# mean_mc

### Sequential cells coloured by netlist name, mean_mc

Other sequential cells in the stronger grey, the rest of the logic in the fainter grey.
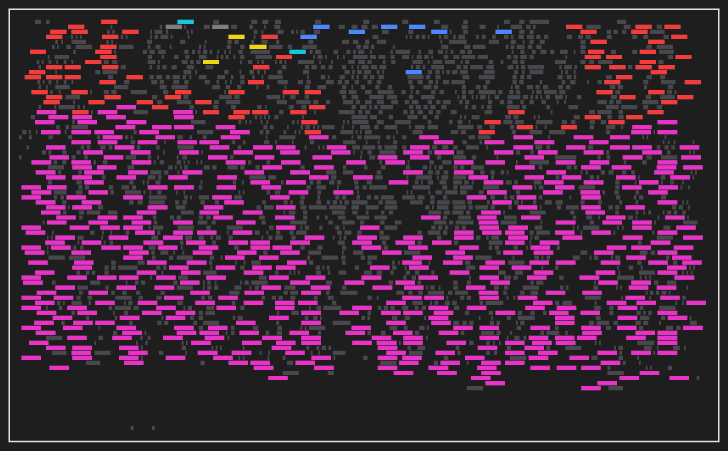

[src/rtl/mean_pkg.sv]
// Shared widths, per-channel state record and a constant clog2 for the
// moving-average filter.
package mean_pkg;

   function automatic int clog2(input int value);
      int r = 0;
      int v = value - 1;
      while (v > 0) begin
         r++;
         v = v >> 1;
      end
      return r;
   endfunction

   localparam int DATA_W   = 8;
   localparam int MAX_LOG2 = 4;
   localparam int CHANNELS = 4;
   localparam int SUM_W    = DATA_W + MAX_LOG2;
   localparam int DEPTH    = 2 ** MAX_LOG2;
   localparam int CH_W     = (clog2(CHANNELS) < 1) ? 1 : clog2(CHANNELS);
   localparam int K_W      = clog2(MAX_LOG2 + 1);

   typedef struct packed {
      logic [SUM_W-1:0]    sum;
      logic [MAX_LOG2:0]   fill;
      logic [MAX_LOG2-1:0] ptr;
   } chan_state_t;

endpackage

[src/rtl/mean_sample_ram.sv]
// Sample history for all channels: one synchronous write port and one
// asynchronous read port; a read of the address being written sees old data.
module mean_sample_ram #(
   parameter int DATA_W = 8,
   parameter int ADDR_W = 6,
   parameter int WORDS  = 64
)(
   input  logic              clk,
   input  logic              we,
   input  logic [ADDR_W-1:0] wr_addr,
   input  logic [DATA_W-1:0] wr_data,
   input  logic [ADDR_W-1:0] rd_addr,
   output logic [DATA_W-1:0] rd_data
);

   logic [DATA_W-1:0] mem [WORDS];

   // NOTE: storage has no reset; stale words are masked by the fill count instead.
   always_ff @(posedge clk) begin
      if (we) mem[wr_addr] <= wr_data;
   end

   assign rd_data = mem[rd_addr];

endmodule

[src/rtl/mean_mc.sv]
// Multi-channel moving-average filter: per channel, rounded mean of the last
// 2**k samples, one sample per cycle with a one-cycle result latency.
module mean_mc
   import mean_pkg::chan_state_t;
   import mean_pkg::clog2;
#(
   parameter int DATA_W   = mean_pkg::DATA_W,
   parameter int MAX_LOG2 = mean_pkg::MAX_LOG2,
   parameter int CHANNELS = mean_pkg::CHANNELS,
   parameter bit ROUND    = 1'b1,
   localparam int CH_W    = (clog2(CHANNELS) < 1) ? 1 : clog2(CHANNELS),
   localparam int K_W     = clog2(MAX_LOG2 + 1)
)(
   input  logic              clk,
   input  logic              rst,
   input  logic              clr,
   input  logic [K_W-1:0]    win_log2,
   input  logic              in_valid,
   input  logic [CH_W-1:0]   in_ch,
   input  logic [DATA_W-1:0] in_data,
   output logic              out_valid,
   output logic [CH_W-1:0]   out_ch,
   output logic [DATA_W-1:0] out_data,
   output logic              out_full,
   output logic [K_W-1:0]    k_active
);

   localparam int SUM_W  = DATA_W + MAX_LOG2;
   localparam int DEPTH  = 2 ** MAX_LOG2;
   localparam int FILL_W = MAX_LOG2 + 1;
   localparam int ADDR_W = CH_W + MAX_LOG2;
   localparam logic [K_W-1:0] K_MAX = K_W'(MAX_LOG2);

   chan_state_t         st [CHANNELS];
   chan_state_t         cur;
   logic [K_W-1:0]      k_q;
   logic [K_W-1:0]      k_req;
   logic                ch_ok;
   logic                accept;
   logic [CH_W-1:0]     sel_ch;
   logic [FILL_W-1:0]   win;
   logic [MAX_LOG2-1:0] ptr_mask;
   logic [FILL_W-1:0]   nxt_fill;
   logic [MAX_LOG2-1:0] nxt_ptr;
   logic                nxt_full;
   logic [DATA_W-1:0]   rd_data;
   logic [DATA_W-1:0]   oldest;
   logic [SUM_W-1:0]    nsum;
   logic [SUM_W:0]      rsum;
   logic [SUM_W:0]      shifted;
   logic [DATA_W-1:0]   mean;

   generate
      if (CHANNELS == (1 << CH_W)) begin : g_ch_pow2
         assign ch_ok = 1'b1;
      end else begin : g_ch_range
         assign ch_ok = (int'(in_ch) < CHANNELS);
      end
   endgenerate

   assign k_req    = (win_log2 > K_MAX) ? K_MAX : win_log2;
   assign k_active = k_q;

   always_comb begin
      // NOTE: every signal gets a default first so no path can infer a latch.
      sel_ch   = ch_ok ? in_ch : '0;
      accept   = in_valid & ~clr & ch_ok;
      cur      = st[sel_ch];
      win      = FILL_W'(1) << k_q;
      ptr_mask = MAX_LOG2'(win - 1'b1);

      // Slots not yet written since the last flush contribute zero.
      oldest   = (cur.fill == win) ? rd_data : '0;
      nsum     = cur.sum - SUM_W'(oldest) + SUM_W'(in_data);

      rsum = {1'b0, nsum};
      if (ROUND && (k_q != '0))
         rsum = rsum + ((SUM_W+1)'(1) << (k_q - 1'b1));
      shifted = rsum >> k_q;
      mean    = (shifted > (SUM_W+1)'(2 ** DATA_W - 1)) ? '1 : shifted[DATA_W-1:0];

      nxt_fill = (cur.fill == win) ? win : cur.fill + 1'b1;
      nxt_ptr  = (cur.ptr + 1'b1) & ptr_mask;
      nxt_full = ((cur.fill + 1'b1) >= win);
   end

   mean_sample_ram #(
      .DATA_W (DATA_W),
      .ADDR_W (ADDR_W),
      .WORDS  (CHANNELS * DEPTH)
   ) u_ram (
      .clk     (clk),
      .we      (accept),
      .wr_addr ({sel_ch, cur.ptr}),
      .wr_data (in_data),
      .rd_addr ({sel_ch, cur.ptr}),
      .rd_data (rd_data)
   );

   // NOTE: state and output registers use non-blocking assignments only.
   always_ff @(posedge clk or posedge rst) begin
      if (rst) begin
         for (int c = 0; c < CHANNELS; c++) st[c] <= '0;
         k_q       <= K_MAX;
         out_valid <= 1'b0;
         out_ch    <= '0;
         out_data  <= '0;
         out_full  <= 1'b0;
      end else if (clr) begin
         for (int c = 0; c < CHANNELS; c++) st[c] <= '0;
         k_q       <= k_req;
         out_valid <= 1'b0;
      end else begin
         out_valid <= accept;
         if (accept) begin
            st[sel_ch] <= '{sum: nsum, fill: nxt_fill, ptr: nxt_ptr};
            out_ch     <= sel_ch;
            out_data   <= mean;
            out_full   <= nxt_full;
         end
      end
   end

endmodule

[config.mk]
export PLATFORM = sky130hd
export DESIGN_NAME = mean_mc
export DESIGN_NICKNAME = d
export VERILOG_FILES = /design/src/rtl/mean_pkg.sv /design/src/rtl/mean_sample_ram.sv /design/src/rtl/mean_mc.sv
export SDC_FILE = /design/constraint.sdc
export NUM_CORES = 1
export LEC_CHECK = 0
export CAP_MARGIN = 10
export CELL_PAD_IN_SITES_DETAIL_PLACEMENT = 1
export CELL_PAD_IN_SITES_GLOBAL_PLACEMENT = 1
export CORE_ASPECT_RATIO = 0.6
export CORE_MARGIN = 4
export CORE_UTILIZATION = 30
export DETAILED_ROUTE_END_ITERATION = 12
export PLACE_DENSITY_LB_ADDON = 0.1
export REMOVE_ABC_BUFFERS = 1
export SETUP_SLACK_MARGIN = 0.2
export SYNTH_ARGS = -nofsm -noshare
export SYNTH_HDL_FRONTEND = slang
export SYNTH_SLANG_ARGS = --single-unit
[constraint.sdc]
create_clock -name clk -period 6.7 [get_ports clk]
set_input_delay 1.34 -clock clk [delete_from_list [all_inputs] [get_ports clk]]
set_output_delay 1.34 -clock clk [all_outputs]
set_load 0.01 [all_outputs]
# button_event_gen

<file path="src/rtl/button_event_pkg.sv">
// Shared types and defaults for the button event front-end.
package button_event_pkg;

    typedef enum logic [1:0] {
        IDLE         = 2'd0,
        PRESS_WAIT   = 2'd1,
        PRESSED      = 2'd2,
        RELEASE_WAIT = 2'd3
    } btn_state_t;

    localparam int DEBOUNCE_CYCLES_DEF = 1_000_000;
    localparam int HOLD_THRESHOLD_DEF  = 149_999_999;

    localparam int BTN_START = 0;
    localparam int BTN_HOLD  = 1;
    localparam int BTN_STOP  = 2;

endpackage

</file>
<file path="src/rtl/btn_debounce.sv">
// One button channel: synchronizer, debounce counter and press-detect FSM.
// The level flips only after DEBOUNCE_CYCLES consecutive disagreeing samples.
module btn_debounce
    import button_event_pkg::*;
#(
    parameter int DEBOUNCE_CYCLES = DEBOUNCE_CYCLES_DEF,
    parameter int SYNC_STAGES     = 2
) (
    input  logic       clk,
    input  logic       reset,
    input  logic       btn_async,
    output logic       level,
    output logic       rise_pulse,
    output btn_state_t state
);

    localparam int               CNT_W   = (DEBOUNCE_CYCLES > 1) ? $clog2(DEBOUNCE_CYCLES) : 1;
    localparam logic [CNT_W-1:0] CNT_MAX = CNT_W'(DEBOUNCE_CYCLES - 1);

    logic [SYNC_STAGES-1:0] r_sync;
    logic [CNT_W-1:0]       r_db_cnt;
    btn_state_t             r_state;
    btn_state_t             w_state_next;
    logic                   r_rise;
    logic                   w_sync_q;
    logic                   w_level;
    logic                   w_done;

    assign w_sync_q = r_sync[SYNC_STAGES-1];
    assign w_level  = (r_state == PRESSED) || (r_state == RELEASE_WAIT);
    assign w_done   = (r_db_cnt == CNT_MAX);

    always_ff @(posedge clk) begin
        if (reset) begin
            r_sync <= '0;
        end else begin
            r_sync <= {r_sync[SYNC_STAGES-2:0], btn_async};
        end
    end

    // Any sample that agrees with the current level restarts the count.
    always_ff @(posedge clk) begin
        if (reset) begin
            r_db_cnt <= '0;
        end else if (w_sync_q == w_level) begin
            r_db_cnt <= '0;
        end else if (w_done) begin
            r_db_cnt <= '0;
        end else begin
            r_db_cnt <= r_db_cnt + CNT_W'(1);
        end
    end

    always_comb begin
        w_state_next = r_state;
        case (r_state)
            IDLE:         if (w_sync_q) w_state_next = PRESS_WAIT;
            PRESS_WAIT:   if (!w_sync_q) w_state_next = IDLE;
                          else if (w_done) w_state_next = PRESSED;
            PRESSED:      if (!w_sync_q) w_state_next = RELEASE_WAIT;
            RELEASE_WAIT: if (w_sync_q) w_state_next = PRESSED;
                          else if (w_done) w_state_next = IDLE;
            default:      w_state_next = IDLE;
        endcase
    end

    // Bouncing back from RELEASE_WAIT into PRESSED is not a new press.
    always_ff @(posedge clk) begin
        if (reset) begin
            r_state <= IDLE;
            r_rise  <= 1'b0;
        end else begin
            r_state <= w_state_next;
            r_rise  <= (r_state == PRESS_WAIT) && (w_state_next == PRESSED);
        end
    end

    assign level      = w_level;
    assign rise_pulse = r_rise;
    assign state      = r_state;

endmodule

</file>
<file path="src/rtl/button_event_gen.sv">
// Debounced start/hold/stop press events plus a saturating hold-duration
// count for the hold button, feeding the counter state machine.
module button_event_gen
    import button_event_pkg::*;
#(
    parameter int DEBOUNCE_CYCLES = DEBOUNCE_CYCLES_DEF,
    parameter int SYNC_STAGES     = 2,
    parameter int HOLD_WIDTH      = 28,
    parameter int HOLD_THRESHOLD  = HOLD_THRESHOLD_DEF
) (
    input  logic                  clk,
    input  logic                  reset,
    input  logic [2:0]            btn_raw,
    output logic [2:0]            btn_level,
    output logic                  t1,
    output logic                  t2,
    output logic                  t3,
    output logic [HOLD_WIDTH-1:0] count_hold,
    output logic                  hold_long,
    output logic [5:0]            dbg_state
);

    localparam logic [HOLD_WIDTH-1:0] HOLD_THR = HOLD_WIDTH'(HOLD_THRESHOLD);

    logic [2:0]            w_rise;
    btn_state_t            w_state [3];
    logic [HOLD_WIDTH-1:0] r_count_hold;
    logic [HOLD_WIDTH-1:0] w_count_next;
    logic                  r_hold_long;

    for (genvar i = 0; i < 3; i++) begin : g_chan
        btn_debounce #(
            .DEBOUNCE_CYCLES(DEBOUNCE_CYCLES),
            .SYNC_STAGES    (SYNC_STAGES)
        ) u_debounce (
            .clk       (clk),
            .reset     (reset),
            .btn_async (btn_raw[i]),
            .level     (btn_level[i]),
            .rise_pulse(w_rise[i]),
            .state     (w_state[i])
        );
    end

    assign t1 = w_rise[BTN_START];
    assign t2 = w_rise[BTN_HOLD];
    assign t3 = w_rise[BTN_STOP];

    assign dbg_state = {w_state[BTN_STOP], w_state[BTN_HOLD], w_state[BTN_START]};

    // Uses the pre-edge level, so the count reads 0 on the cycle the level rises.
    always_comb begin
        w_count_next = '0;
        if (btn_level[BTN_HOLD]) begin
            w_count_next = (&r_count_hold) ? r_count_hold : r_count_hold + HOLD_WIDTH'(1);
        end
    end

    always_ff @(posedge clk) begin
        if (reset) begin
            r_count_hold <= '0;
            r_hold_long  <= 1'b0;
        end else begin
            r_count_hold <= w_count_next;
            r_hold_long  <= (w_count_next >= HOLD_THR);
        end
    end

    assign count_hold = r_count_hold;
    assign hold_long  = r_hold_long;

endmodule

</file>
<file path="config.mk">
export PLATFORM = sky130hd
export DESIGN_NAME = button_event_gen
export DESIGN_NICKNAME = d
export VERILOG_FILES = /design/src/rtl/button_event_pkg.sv /design/src/rtl/btn_debounce.sv /design/src/rtl/button_event_gen.sv
export SDC_FILE = /design/constraint.sdc
export NUM_CORES = 1
export LEC_CHECK = 0
export CAP_MARGIN = 30
export CORE_UTILIZATION = 55
export CTS_BUF_LIST = sky130_fd_sc_hd__clkbuf_16
export DETAILED_ROUTE_END_ITERATION = 10
export PLACE_DENSITY = 0.75
export RECOVER_POWER = 100
export SLEW_MARGIN = 20
export SYNTH_ARGS = -nofsm -noshare
export SYNTH_HDL_FRONTEND = slang
export SYNTH_SLANG_ARGS = --single-unit
export TNS_END_PERCENT = 1
</file>
<file path="constraint.sdc">
create_clock -name clk -period 4.1 [get_ports clk]
set_clock_uncertainty 0.05 [all_clocks]
set_input_delay 0.615 -clock clk [delete_from_list [all_inputs] [get_ports clk]]
set_output_delay 0.615 -clock clk [all_outputs]
set_load 0.005 [all_outputs]
</file>
# spi_cmd_decoder

[src/rtl/spi_cmd_decoder.sv]
// rtl/spi_cmd_decoder.sv - SPI frame decoder turning byte streams into register reads/writes
// Frame = command, ADDR_BYTES address bytes (MSB first), then auto-incrementing data bytes.
module spi_cmd_decoder #(
   parameter int ADDR_BYTES = 2,
   parameter int RD_TIMEOUT = 255,
   localparam int AW = 8 * ADDR_BYTES
) (
   input  logic          clock,
   input  logic          rst_n,
   input  logic          rx_stream_sof,
   input  logic [7:0]    rx_stream_data,
   input  logic          rx_stream_vld,
   input  logic          rx_stream_eof,
   output logic          reg_wr,
   output logic          reg_rd,
   output logic [AW-1:0] reg_addr,
   output logic [7:0]    reg_wdata,
   input  logic [7:0]    reg_rdata,
   input  logic          reg_rdata_vld,
   output logic [7:0]    tx_send_data,
   output logic [23:0]   tx_send_momment,
   output logic          tx_send_valid,
   output logic          frame_done,
   output logic          frame_err
);

   typedef enum logic [2:0] {IDLE, CMD, ADDR, WDATA, RDWAIT, RDIDLE, DROP} state_t;

   state_t        state;
   state_t        byte_state;
   logic          is_rd;
   logic [1:0]    acnt;
   logic [AW-1:0] addr;
   logic [AW+7:0] addr_shift;
   logic [23:0]   byte_cnt;
   logic          rd_pend;
   logic [23:0]   slot;
   logic [7:0]    tmo_cnt;
   logic          tmo_hit;
   logic          rd_done;
   logic          addr_last;

   assign addr_shift = {addr, rx_stream_data};
   assign tmo_hit    = (tmo_cnt == 8'(RD_TIMEOUT - 1));
   assign rd_done    = (state == RDWAIT) && (reg_rdata_vld || tmo_hit);
   assign addr_last  = (acnt == 2'(ADDR_BYTES - 1));

   // State after the current byte / read completion, before eof closes the frame.
   always_comb begin
      byte_state = state;
      case (state)
         CMD: if (rx_stream_vld)
            byte_state = (rx_stream_data == 8'h02 || rx_stream_data == 8'h03) ? ADDR : DROP;
         ADDR: if (rx_stream_vld && addr_last)
            byte_state = is_rd ? RDWAIT : WDATA;
         RDWAIT: if (rd_done)
            byte_state = RDIDLE;
         RDIDLE: if (rx_stream_vld || rd_pend)
            byte_state = RDWAIT;
         default: byte_state = state;
      endcase
   end

   always_ff @(posedge clock) begin
      if (!rst_n) begin
         state           <= IDLE;
         is_rd           <= 1'b0;
         acnt            <= '0;
         addr            <= '0;
         byte_cnt        <= '0;
         rd_pend         <= 1'b0;
         slot            <= '0;
         tmo_cnt         <= '0;
         reg_wr          <= 1'b0;
         reg_rd          <= 1'b0;
         reg_addr        <= '0;
         reg_wdata       <= '0;
         tx_send_data    <= '0;
         tx_send_momment <= '0;
         tx_send_valid   <= 1'b0;
         frame_done      <= 1'b0;
         frame_err       <= 1'b0;
      end else begin
         reg_wr        <= 1'b0;
         reg_rd        <= 1'b0;
         tx_send_valid <= 1'b0;
         frame_done    <= 1'b0;
         frame_err     <= 1'b0;
         if (rx_stream_sof) begin
            // A new sof outside IDLE means the previous eof was lost.
            if (state != IDLE)
               frame_err <= 1'b1;
            state    <= CMD;
            byte_cnt <= '0;
            acnt     <= '0;
            addr     <= '0;
            is_rd    <= 1'b0;
            rd_pend  <= 1'b0;
            slot     <= 24'(ADDR_BYTES + 1);
         end else begin
            if (rx_stream_vld && byte_cnt != 24'hFFFFFF)
               byte_cnt <= byte_cnt + 24'd1;
            case (state)
               CMD: if (rx_stream_vld) begin
                  is_rd <= (rx_stream_data == 8'h03);
                  if (rx_stream_data != 8'h02 && rx_stream_data != 8'h03)
                     frame_err <= 1'b1;
               end
               ADDR: if (rx_stream_vld) begin
                  addr <= addr_shift[AW-1:0];
                  acnt <= acnt + 2'd1;
                  if (addr_last && is_rd) begin
                     reg_rd   <= 1'b1;
                     reg_addr <= addr_shift[AW-1:0];
                     tmo_cnt  <= '0;
                  end
               end
               WDATA: if (rx_stream_vld) begin
                  reg_wr    <= 1'b1;
                  reg_wdata <= rx_stream_data;
                  reg_addr  <= addr;
                  addr      <= addr + 1'b1;
               end
               RDWAIT: begin
                  if (rx_stream_vld) begin
                     if (rd_pend)
                        frame_err <= 1'b1;
                     rd_pend <= 1'b1;
                  end
                  if (rd_done) begin
                     tx_send_valid   <= 1'b1;
                     tx_send_data    <= reg_rdata_vld ? reg_rdata : 8'hFF;
                     tx_send_momment <= slot;
                     slot            <= slot + 24'd1;
                     addr            <= addr + 1'b1;
                     if (!reg_rdata_vld)
                        frame_err <= 1'b1;
                  end else begin
                     tmo_cnt <= tmo_cnt + 8'd1;
                  end
               end
               RDIDLE: if (rx_stream_vld || rd_pend) begin
                  rd_pend  <= 1'b0;
                  reg_rd   <= 1'b1;
                  reg_addr <= addr;
                  tmo_cnt  <= '0;
               end
               default: ;
            endcase
            if (rx_stream_eof) begin
               case (byte_state)
                  WDATA, RDWAIT, RDIDLE: frame_done <= 1'b1;
                  CMD, ADDR:             frame_err  <= 1'b1;
                  default: ;
               endcase
               state <= IDLE;
            end else begin
               state <= byte_state;
            end
         end
      end
   end

endmodule

[config.mk]
export PLATFORM = sky130hd
export DESIGN_NAME = spi_cmd_decoder
export DESIGN_NICKNAME = d
export VERILOG_FILES = /design/src/rtl/spi_cmd_decoder.sv
export SDC_FILE = /design/constraint.sdc
export NUM_CORES = 1
export LEC_CHECK = 0
export ABC_AREA = 1
export CAP_MARGIN = 40
export CORE_UTILIZATION = 28
export DETAILED_ROUTE_END_ITERATION = 7
export PLACE_DENSITY = 0.48
export SLEW_MARGIN = 10
export SYNTH_ARGS = -nofsm -noshare
export SYNTH_HDL_FRONTEND = slang
export SYNTH_SLANG_ARGS = --single-unit
[constraint.sdc]
create_clock -name clock -period 3.7 [get_ports clock]
set_input_delay 0.74 -clock clock [delete_from_list [all_inputs] [get_ports clock]]
set_output_delay 0.74 -clock clock [all_outputs]
set_load 0.005 [all_outputs]
### Clock nets, button_event_gen

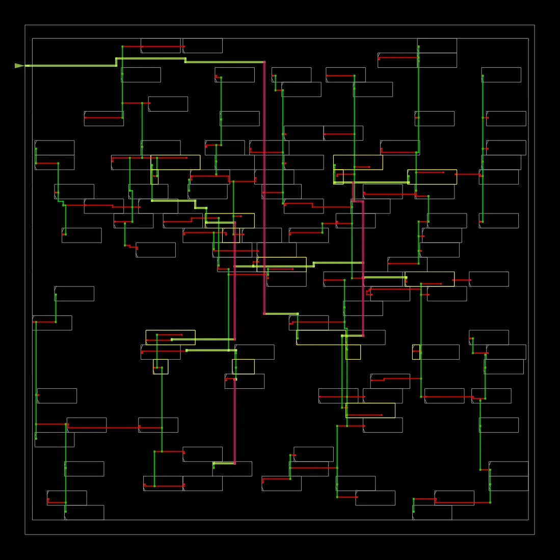
Clock Sink Count: 104
Insertion Delay late pin: 0.34 ns

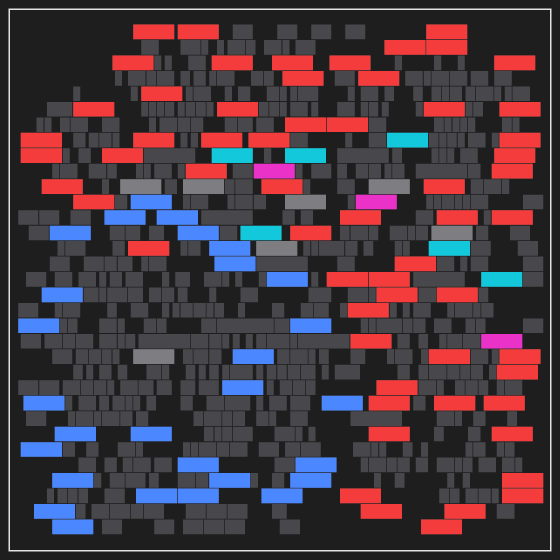
*Sequential cells coloured by netlist name, button_event_gen*
Other sequential cells in the stronger grey, the rest of the logic in the fainter grey.
- blue: count_hold (placed flops 28)
- cyan: g_chan.u_debounce.state (placed flops 6)
- red: g_chan.u_debounce.r_db_cnt (placed flops 60; where widely spread)
- magenta: g_chan.u_debounce.rise_pulse (placed flops 3)
share of the core filled with cells: 66.0%
register share of the cell area: 38.0%
Flop area: 2080 um^2
sequential power: 1.02 mW

==> COMMIT_EDITMSG, button_event_gen <==
Add synthesis and place-and-route results

- The flow ran to the end, and the final reports show no timing, DRC or antenna violations.
- Looking at the clock tree report, the H-tree level count equals 3.
- CP Capture Type: flop
- Share of post-route cells with drive strength above 1: 3.72%
* CTS buffer count: 9
- Worst setup SP type: flop
- Leaving out fill and tap cells, the most frequent cell in the layout is sky130_fd_sc_hd__dfxtp_1.
- Setup TNS: 0 ns
- The analysis attributes to cell leakage a power of between 1.5 and 2 nW.
- The global router reports that the layer with the highest usage is met2.
- Number of logged tool warnings: 26
* Fraction of the yosys area taken by sequential cells: between 40% and 50%
* Largest logic family: simple AND/OR/NAND/NOR gates
- The endpoint identified for the worst register-to-register timing path is hold_long$_SDFF_PP0_.
- Largest incremental delay on the critical path: 0.87 ns
- Global Route Usage Sum: 22.8%
- Master of the slowest instance on the critical path: sky130_fd_sc_hd__nor4_1
- Wire length of the first global-routing pass: approximately 16000 um
## button_event_gen: final cells by class
class	count	area share [%]
multi-input cells	411	45.2
flip-flops and latches	104	38.0
repair buffers	47	8.50
clock buffers	9	4.11
well taps	105	2.40
inverters	13	0.891
clock inverters	7	0.869
## button_event_gen: per-stage QoR
| step | hold WS [ns] | power [mW] | util (%) | worst slack [ns] | cells |
|---|---|---|---|---|---|
| after CTS | 0.393 | 1.84 | 66.1 | 1.09 | 695 |
| after detailed placement | 0.374 | 1.06 | 62.8 | 1.12 | 679 |
| after floorplan | 0.364 | 1.05 | - | 1.53 | 555 |
| after global placement | 0.369 | 1.06 | 62.8 | 1.27 | 679 |
| final | 0.388 | 1.82 | 66.0 | 0.745 | 696 |
| after global routing | 0.415 | 1.88 | 66.0 | 0.472 | 696 |
## button_event_gen: where the power goes
part	leakage (nW)	internal (mW)	total, mW	switching (mW)
sequential	0.839	1.01	1.02	0.00279
clock	0.132	0.412	0.781	0.370
combinational	0.943	0.00825	0.0185	0.0102
total	1.91	1.43	1.82	0.383
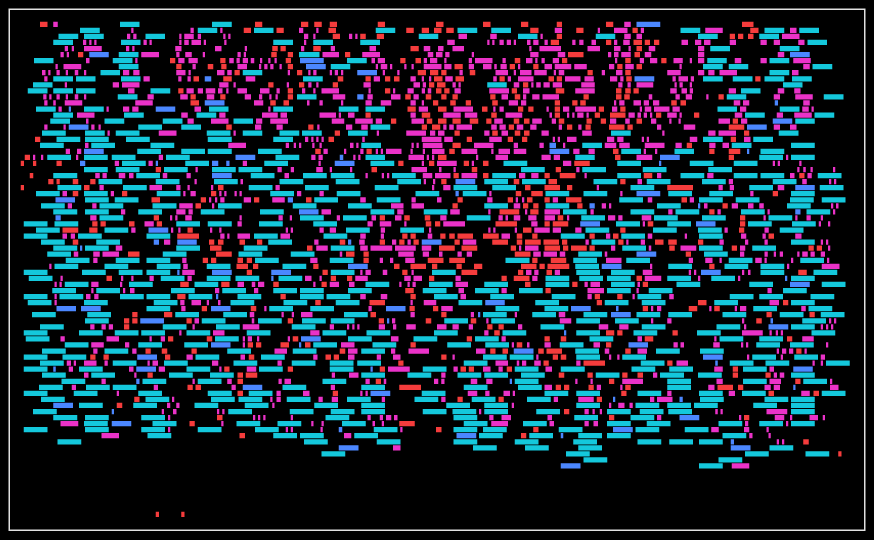
*Cell classes on the final placement, mean_mc*
- magenta: combinational and other logic (cells 1088; share of their area 26%)
- red: remaining buffers and delay cells (cells 494; share of their area 14%)
- cyan: sequential cells (cells 611; share of their area 55%)
- blue: clock drivers and dummy loads (cells 105; share of their area 5.5%)

About 'Sequential cells coloured by netlist name' of mean_mc:
- red: st (placed flops 84; where a band across the top)
- yellow: k_active (placed flops 3)
- cyan: out_ch (placed flops 2)
- magenta: u_ram.mem (placed flops 512)
- blue: out_data (placed flops 8; where north)
- not coloured: 2
sequential power: 4.23 mW
Flop area: 17900 um^2

==> COMMIT_EDITMSG, mean_mc <==
Add synthesis and place-and-route results

- The floorplan step records an initial core utilization of 30.4%.
- Per the timing report, the achievable frequency comes out to 138 MHz.
- The script extracted a total leakage power of 12.3 nW.
- Post-synthesis chip area from yosys: 25400 um^2
- The startpoint identified for the worst register-to-register timing path is st[23]$_DFFE_PP0P_.
* Largest incremental delay on the critical path: ~0.55 ns
* Most common logic cell in the routed design: sky130_fd_sc_hd__edfxtp_1
- The clock buffers instantiated in the layout total 81.
* Run status: finished with violations
- Biggest area consumer among synthesized cells: sky130_fd_sc_hd__edfxtp_1
- The post-CTS hold buffer count recorded in the log is 0.
- For this run, the total global-route usage over all layers was measured as 23.0%.
* CP Capture Type: flop
- CTS placed an instance of sky130_fd_sc_hd__clkbuf_16 at the clock tree root.
* Insertion Delay late pin: 0.65 ns
- Post-CTS setup buffers: 65
- Final hold analysis gives a worst-case slack of 0.480 ns.
- The average instance in the mapped netlist occupies 14.1 um^2.
* Wire length of the first global-routing pass: around 150000 um
* Count of placed standard cells in the final layout, fillers left out: 3436
* Violations in the final reports: setup timing
- The final timing report counts setup violations totalling 8.
- Power density relative to cell area: 312 nW/um^2
* Iteration count of the initial detailed-routing pass: 5
- The timing report gives the worst reg2reg path a setup slack of -0.13 ns.
- The critical path in the final layout is reported with a setup slack of -0.565 ns.
- Final period utilization: 108%
==> mean_mc: metal layers <==
layer  part of all wire, %  vias up  global-route usage [%]
met1                    51    10100                    37.5
met4                   1.4        0                    3.69
met3                    10      110                    7.41
li1                      -     8015                       -
met5                     0        -                       0
met2                    38      760                    29.1
==> mean_mc: worst max path at each step <==
stage / startpoint / to / slack (ns) / cells after the start
after floorplan: in_ch[1] / out_data[7]$_DFFE_PP0P_ / -1.74 / 25
after global placement: in_ch[0] / out_data[3]$_DFFE_PP0P_ / -1.84 / 30
after detailed placement: in_ch[1] / out_data[0]$_DFFE_PP0P_ / -2.04 / 33
after CTS: in_ch[0] / out_data[0]$_DFFE_PP0P_ / -0.34 / 31
after global routing: in_ch[1] / out_data[4]$_DFFE_PP0P_ / -0.70 / 35
final: in_ch[1] / out_data[0]$_DFFE_PP0P_ / -0.57 / 30
==> mean_mc: report_power, final <==
group	total (mW)	switching (mW)	internal, mW
Clock	3.26	1.52	1.74
Combinational	3.14	1.64	1.49
Sequential	4.23	0.0425	4.19
Total	10.6	3.20	7.43
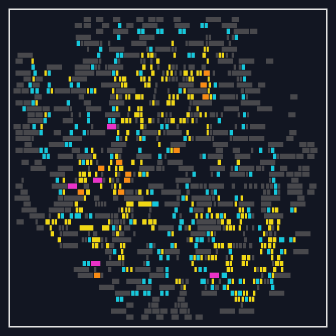
*Selected gate families, spi_cmd_decoder*
- cyan: aoi and oai cells (cells 172; most used o21ai_0; where widely spread)
- magenta: fa/ha/maj cells (cells 5; most used ha_1)
- yellow: nand cells (cells 268; most used nand2_1)
- orange: xor and xnor cells (cells 11; most used xor2_1)
count of placed standard cells in the final layout, fillers left out: 1188
share of cell area taken by multi-input logic gates: 40.0%
most common logic cell in the routed design: sky130_fd_sc_hd__nand2_1

==> COMMIT_EDITMSG, spi_cmd_decoder <==
Add synthesis and place-and-route results

- Per the Yosys statistics, synthesis produced 836 cells.
* Via density per instance: 4.68
* FFs & Latches: 116
- Of the total synthesized cell area, the portion taken by XOR and XNOR cells is under 10%.
- Worst Setup Slack, final: 1.33 ns
- Cells fill 37.1% of the core in the end.
- Run status: finished clean
- Remaining design rule violation count: 0
- Vias: 5560
- Logic cell area: 2910 um^2
- Per the synthesis report, the adder-cell share of the synthesized area is 1.10%.
- Total number of yosys warnings: 0
- Mux area share: 0%
- Hold analysis shows the worst path with a depth of 2.
* Fillcell total: roughly 2100
* Number of enable flip-flop cells: 0
- The internal portion of the total power is about 2.3 mW.
- Switching part of the total power: 23.5%
* Mapped Avg Cell Area: between 6 and 7 um^2
* WL per Instance: 14.3 um
- The layout report gives the register share of total cell area as 31.9%.
- Global routing used 17.1% of the available tracks.
- The top cell type by area accounts for 40.9% of the synthesized area.
-- spi_cmd_decoder: tightest hold or removal path, stage by stage (launching register included) --
cell,delay [ns]
sky130_fd_sc_hd__dfxtp_1,0.30
sky130_fd_sc_hd__nand2_1,0.06
sky130_fd_sc_hd__a21oi_1,0.05
-- spi_cmd_decoder: worst paths after layout --
path	start	endpoint
min reg2reg	tx_send_data[4]$_SDFFE_PN0P_	tx_send_data[4]$_SDFFE_PN0P_
max	state[0]$_SDFF_PN0_	reg_addr[5]$_SDFFE_PN0P_
max reg2reg	state[0]$_SDFF_PN0_	reg_addr[5]$_SDFFE_PN0P_
min	tx_send_data[4]$_SDFFE_PN0P_	tx_send_data[4]$_SDFFE_PN0P_
-- spi_cmd_decoder: power groups by stage --
stage,Combinational (mW),Clock (mW),Sequential (mW)
2_1_floorplan,0.0725,0,1.29
3_3_place_gp,0.134,0,1.29
3_5_place_dp,0.134,0,1.29
4_1_cts,0.135,1.62,1.27
5_1_grt,0.149,1.67,1.27
6_report,0.134,1.58,1.27
-- spi_cmd_decoder: per-layer routing --
metal,global-route usage [%],share of wire [%]
met5,0,0
met2,25.3,42
met3,4.40,4.6
met1,24.1,52
met4,5.48,1.3

## Gallery

Clock distribution.
(a)
The bar under the picture is 20 um long.
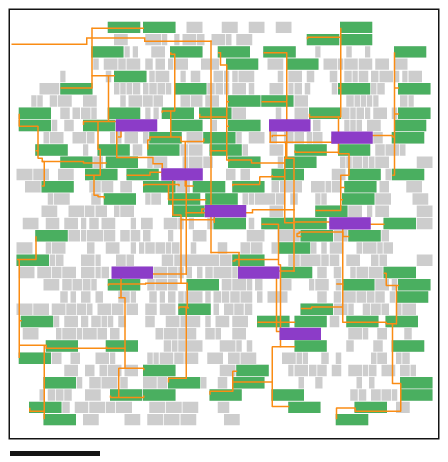
(b)
The bar under the picture is 50 um long.
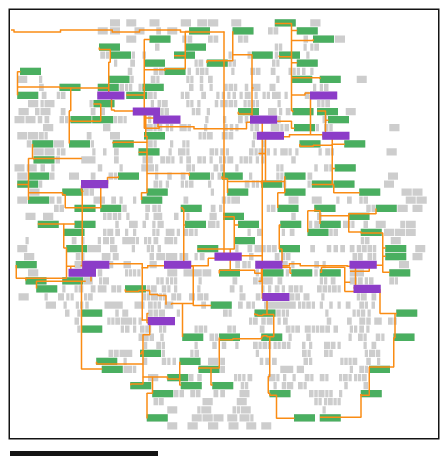
(c)
The bar under the picture is 100 um long.
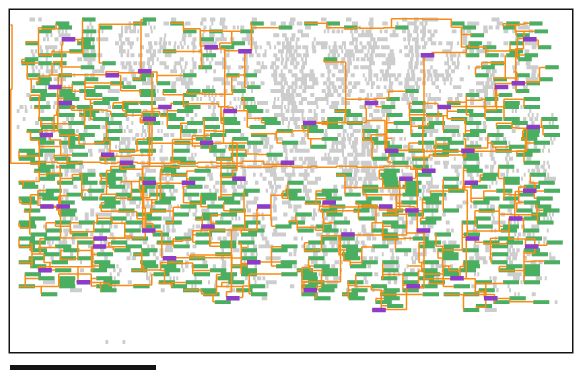
| from | picture |
|---|---|
| button_event_gen | (a) |
| spi_cmd_decoder | (b) |
| mean_mc | (c) |
- largest die: (c)


No activity file was given, so power comes from the tool's default toggle rates.
